==================== fifo_rd_stream
==> fifo_rd_stream/clock_map.png <==
Bar = 50 µm.
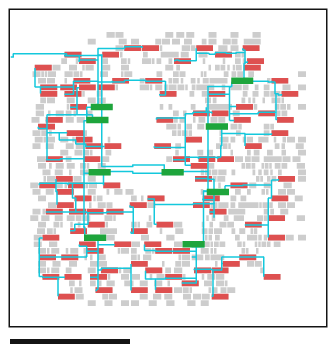
==> fifo_rd_stream/metal_stack.png <==
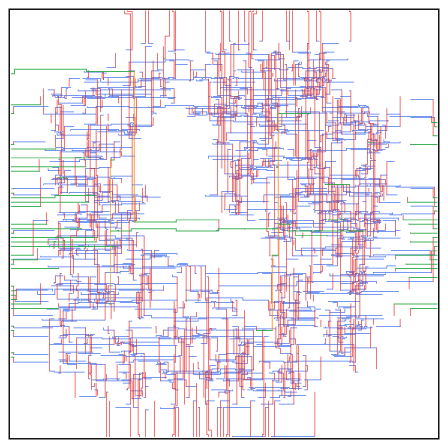
==> fifo_rd_stream/final_placement.png <==
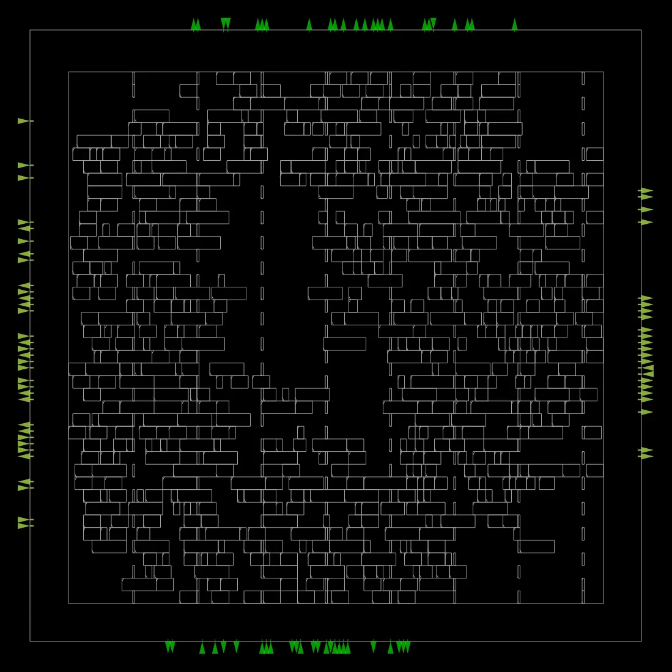
### config.mk
export PLATFORM = sky130hd
export DESIGN_NAME = fifo_rd_stream
export DESIGN_NICKNAME = d
export VERILOG_FILES = /design/src/rtl/fifo_rd_stream.sv
export SDC_FILE = /design/constraint.sdc
export NUM_CORES = 1
export LEC_CHECK = 0
export CAP_MARGIN = 15
export CORE_MARGIN = 8
export CORE_UTILIZATION = 35
export DETAILED_ROUTE_END_ITERATION = 12
export HOLD_SLACK_MARGIN = 0.08
export PLACE_DENSITY_LB_ADDON = 0.2
export SLEW_MARGIN = 20
export SYNTH_ARGS = -nofsm -noshare
export SYNTH_HDL_FRONTEND = slang
export SYNTH_SLANG_ARGS = --single-unit
### constraint.sdc
create_clock -name rclk -period 2.6 [get_ports rclk]
set_input_delay 0.52 -clock rclk [delete_from_list [all_inputs] [get_ports rclk]]
set_output_delay 0.52 -clock rclk [all_outputs]
set_load 0.03 [all_outputs]
### src/rtl/fifo_rd_stream.sv
// rtl/fifo_rd_stream.sv - FIFO read-side consumer presenting popped words as a framed valid/ready stream
module fifo_rd_stream #(
    parameter int DATA_LEN = 32,
    parameter int PKT_LEN  = 16,
    parameter int CNT_LEN  = 32
) (
    input  logic                rclk,
    input  logic                rst,
    input  logic                en_i,
    output logic                read_en_o,
    input  logic [DATA_LEN-1:0] rdata_i,
    input  logic                rempty_i,
    output logic                m_valid_o,
    input  logic                m_ready_i,
    output logic [DATA_LEN-1:0] m_data_o,
    output logic                m_last_o,
    output logic [CNT_LEN-1:0]  word_count_o,
    output logic                busy_o
);

    localparam int BW = (PKT_LEN > 1) ? $clog2(PKT_LEN) : 1;
    localparam logic [BW-1:0] LAST_IDX = BW'(PKT_LEN - 1);

    typedef enum logic [1:0] {
        EMPTY = 2'd0,
        ONE   = 2'd1,
        TWO   = 2'd2
    } occ_t;

    occ_t                occ;
    logic                rd_pend;
    logic [DATA_LEN-1:0] head;
    logic [DATA_LEN-1:0] tail;
    logic [BW-1:0]       beat_idx;
    logic                pop_out;
    logic [2:0]          credits;

    // Slots already committed (held + in flight) must leave room for one more
    // word after this cycle's output pop, so the 2-entry buffer never overflows.
    always_comb begin
        pop_out   = m_valid_o & m_ready_i;
        credits   = {1'b0, occ} + {2'b00, rd_pend};
        read_en_o = !rst & en_i & !rempty_i & (credits < (3'd2 + {2'b00, pop_out}));
        m_valid_o = (occ != EMPTY);
        m_data_o  = head;
        m_last_o  = m_valid_o & (beat_idx == LAST_IDX);
        busy_o    = m_valid_o | rd_pend;
    end

    always_ff @(posedge rclk) begin
        if (rst) begin
            occ          <= EMPTY;
            rd_pend      <= 1'b0;
            head         <= '0;
            tail         <= '0;
            beat_idx     <= '0;
            word_count_o <= '0;
        end else begin
            rd_pend <= read_en_o;

            if (read_en_o && (word_count_o != '1)) begin
                word_count_o <= word_count_o + 1'b1;
            end

            if (pop_out) begin
                beat_idx <= (beat_idx == LAST_IDX) ? '0 : beat_idx + 1'b1;
            end

            // rd_pend marks the cycle in which rdata_i carries the word popped last cycle.
            case (occ)
                EMPTY: begin
                    if (rd_pend) begin
                        head <= rdata_i;
                        occ  <= ONE;
                    end
                end
                ONE: begin
                    if (rd_pend && !pop_out) begin
                        tail <= rdata_i;
                        occ  <= TWO;
                    end else if (rd_pend && pop_out) begin
                        head <= rdata_i;
                    end else if (pop_out) begin
                        occ <= EMPTY;
                    end
                end
                TWO: begin
                    if (pop_out) begin
                        head <= tail;
                        if (rd_pend) begin
                            tail <= rdata_i;
                        end else begin
                            occ <= ONE;
                        end
                    end
                end
                default: occ <= EMPTY;
            endcase
        end
    end

endmodule

==> run_results.csv <==
group,metric,value,unit
run_status,status,"completed",
logic_synthesis,top_cells_by_area,"dfxtp_1 44%, mux2i_1 14%, nor2_1 6.5%",
detailed_routing,vias_per_cell,5.217,
timing,fin_ws,0.1578,ns
detailed_routing,wl_met2,5536,µm
setup_path,r2r_cells,7,
final_layout,n_antenna_cell,0,
setup_path,slowest_delay,0.37,ns
timing,slew_viol_final,0,
final_layout,buffers,122,
grt,busiest_layer,"met2",
logic_synthesis,ys_cells,498,
logic_synthesis,netlist.area_leader.share,44.22,%
logic_synthesis,ys_sh_adder,1.073,%
clock_tree,clock_path_buffers,2,
clock_tree,cts.sinks,103,
pwr,vdd_ir_drop_max,262.1,µV
final_layout,nNetsFinal,641,
worst_hold_path,hold_end,"tail[25]",
final_layout,area_growth,34.34,%
Notes on fifo_rd_stream/clock_map.png above:
- green: cells driving clock nets (count 9)
- cyan: clock wires (length 1,360 µm)
- red: flip-flops (count 103)
- routed clock nets: 10

Notes on fifo_rd_stream/metal_stack.png above:
- red: met2 (wire length 5,540 µm)
- blue: met1 (wire length 5,560 µm)
- orange: met4 (wire length 157 µm)
- green: met3 (wire length 638 µm)

Notes on fifo_rd_stream/final_placement.png above:
Post-Layout Cell Count: 780
fill count: 1,288
TAP cells: 176
row cnt: 42


==================== regincr_rr_sched
`src/rtl/regincr_rr_sched.sv`:
```
// Round-robin two-requester front end for a shared register + incrementer datapath.
// Optional saturating increment: define REGINCR_RR_SCHED_SAT_EN.
module regincr_rr_sched #(
    parameter int nbits  = 8,
    parameter int npbits = 2
) (
    input  logic              clk,
    input  logic              reset,
    input  logic              req0_val,
    output logic              req0_rdy,
    input  logic [nbits-1:0]  req0_data,
    input  logic [npbits-1:0] req0_npass,
    input  logic              req1_val,
    output logic              req1_rdy,
    input  logic [nbits-1:0]  req1_data,
    input  logic [npbits-1:0] req1_npass,
    output logic              resp_val,
    input  logic              resp_rdy,
    output logic [nbits-1:0]  resp_data,
    output logic              resp_id
);

    localparam logic [1:0] IDLE = 2'd0;
    localparam logic [1:0] BUSY = 2'd1;
    localparam logic [1:0] DONE = 2'd2;

    localparam logic [nbits-1:0] ONE_D  = 1;
    localparam logic [npbits:0]  ONE_P  = 1;

    logic [1:0]        state_q, state_d;
    logic [nbits-1:0]  tmp_q,   tmp_d;
    logic [npbits:0]   rem_q,   rem_d;
    logic              owner_q, owner_d;
    logic              prio_q,  prio_d;

    logic grant0, grant1;

    function automatic logic [nbits-1:0] incr(input logic [nbits-1:0] v);
`ifdef REGINCR_RR_SCHED_SAT_EN
        return (&v) ? v : v + ONE_D;
`else
        return v + ONE_D;
`endif
    endfunction

    // A lone requester always wins; on contention the pointer decides.
    always_comb begin
        grant0 = req0_val && (!req1_val || !prio_q);
        grant1 = req1_val && (!req0_val ||  prio_q);
    end

    assign req0_rdy  = (state_q == IDLE) && grant0;
    assign req1_rdy  = (state_q == IDLE) && grant1;
    assign resp_val  = (state_q == DONE);
    assign resp_data = resp_val ? tmp_q : '0;
    assign resp_id   = resp_val & owner_q;

    always_comb begin
        state_d = state_q;
        tmp_d   = tmp_q;
        rem_d   = rem_q;
        owner_d = owner_q;
        prio_d  = prio_q;
        case (state_q)
            IDLE: begin
                if (grant0) begin
                    tmp_d   = req0_data;
                    rem_d   = {1'b0, req0_npass} + ONE_P;
                    owner_d = 1'b0;
                    prio_d  = 1'b1;
                    state_d = BUSY;
                end else if (grant1) begin
                    tmp_d   = req1_data;
                    rem_d   = {1'b0, req1_npass} + ONE_P;
                    owner_d = 1'b1;
                    prio_d  = 1'b0;
                    state_d = BUSY;
                end
            end
            BUSY: begin
                tmp_d = incr(tmp_q);
                rem_d = rem_q - ONE_P;
                if (rem_q == ONE_P) begin
                    state_d = DONE;
                end
            end
            DONE: begin
                // Returning to IDLE here means the next grant lands a cycle later.
                if (resp_rdy) begin
                    state_d = IDLE;
                end
            end
            default: state_d = IDLE;
        endcase
    end

    always_ff @(posedge clk) begin
        if (reset) begin
            state_q <= IDLE;
            tmp_q   <= '0;
            rem_q   <= '0;
            owner_q <= 1'b0;
            prio_q  <= 1'b0;
        end else begin
            state_q <= state_d;
            tmp_q   <= tmp_d;
            rem_q   <= rem_d;
            owner_q <= owner_d;
            prio_q  <= prio_d;
        end
    end

endmodule

```
`config.mk`:
```
export PLATFORM = sky130hd
export DESIGN_NAME = regincr_rr_sched
export DESIGN_NICKNAME = d
export VERILOG_FILES = /design/src/rtl/regincr_rr_sched.sv
export SDC_FILE = /design/constraint.sdc
export NUM_CORES = 1
export LEC_CHECK = 0
export CAP_MARGIN = 20
export CORE_ASPECT_RATIO = 1.5
export CORE_UTILIZATION = 44
export DETAILED_ROUTE_END_ITERATION = 16
export GPL_TIMING_DRIVEN = 0
export PLACE_DENSITY_LB_ADDON = 0.05
export REMOVE_ABC_BUFFERS = 1
export SLEW_MARGIN = 20
export SYNTH_ARGS = -nofsm -noshare
export SYNTH_HDL_FRONTEND = slang
export SYNTH_SLANG_ARGS = --single-unit
```
`constraint.sdc`:
```
create_clock -name clk -period 2.7 [get_ports clk]
set_clock_uncertainty 0.2 [all_clocks]
set_input_delay 0.54 -clock clk [delete_from_list [all_inputs] [get_ports clk]]
set_output_delay 0.54 -clock clk [all_outputs]
set_load 0.03 [all_outputs]
```
==> run_results.csv <==
group,metric,value,unit
logic_synthesis,synth_seq_share,28.37,%
clock_tree,cts-resized-gates,8,
grt,grt_pass1_wl,4236,µm
final_layout,clkbuf_count,3,
worst_hold_path,hp-class,"reg -> reg",
run_status,status,"completed",
final_layout,n_fill_cell,216,
floorplanning,ios,37,
clock_tree,cts_tree,"done",
grt,grtUsageMet1,23.31,%
grt,grt_pass1_vias,1007,
final_layout,comb_cells,99,
setup_path,endpoint,"req0_rdy",
placement,gp_congestion,0.7927,
detailed_routing,first_pass_iters,4,
pwr,power_leader,"registers",
timing,max_freq,383.4,MHz
grt,gr-total-overflow,0,
clock_tree,hold_buffers,0,
final_layout,comb_share,47.97,%
setup_path,r2r_slack,0.82,ns
final_layout,inverters,7,
setup_path,critPathKind,"in -> out",
setup_path,crit_path_start_kind,"input port",
logic_synthesis,mux_share,9.102,%
placement,placedCellCount,179,
run,max_cap_violations,0,
pwr,vdd_ir_drop_max,290.4,µV
detailed_routing,first_iter_violations,26,
==> regincr_rr_sched/met3.png <==
Bar = 10 µm.
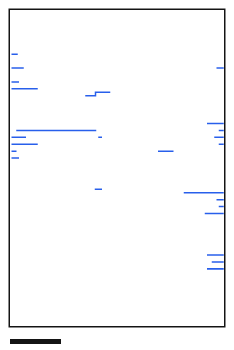
- longest straight run: 15.4 µm
- nets with wire on the layer: 23
- share of all routed wire: 2.8%

==> regincr_rr_sched/clock_map.png <==
Bar = 10 µm.
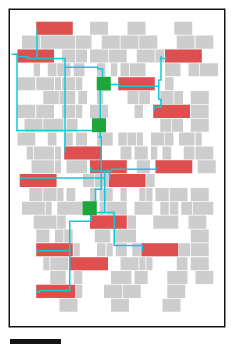
- red: flip-flops (count 15)
- green: cells driving clock nets (count 3)
- cyan: clock wires (length 219 µm)
- routed clock nets: 4


Power and IR drop assume default switching activity.
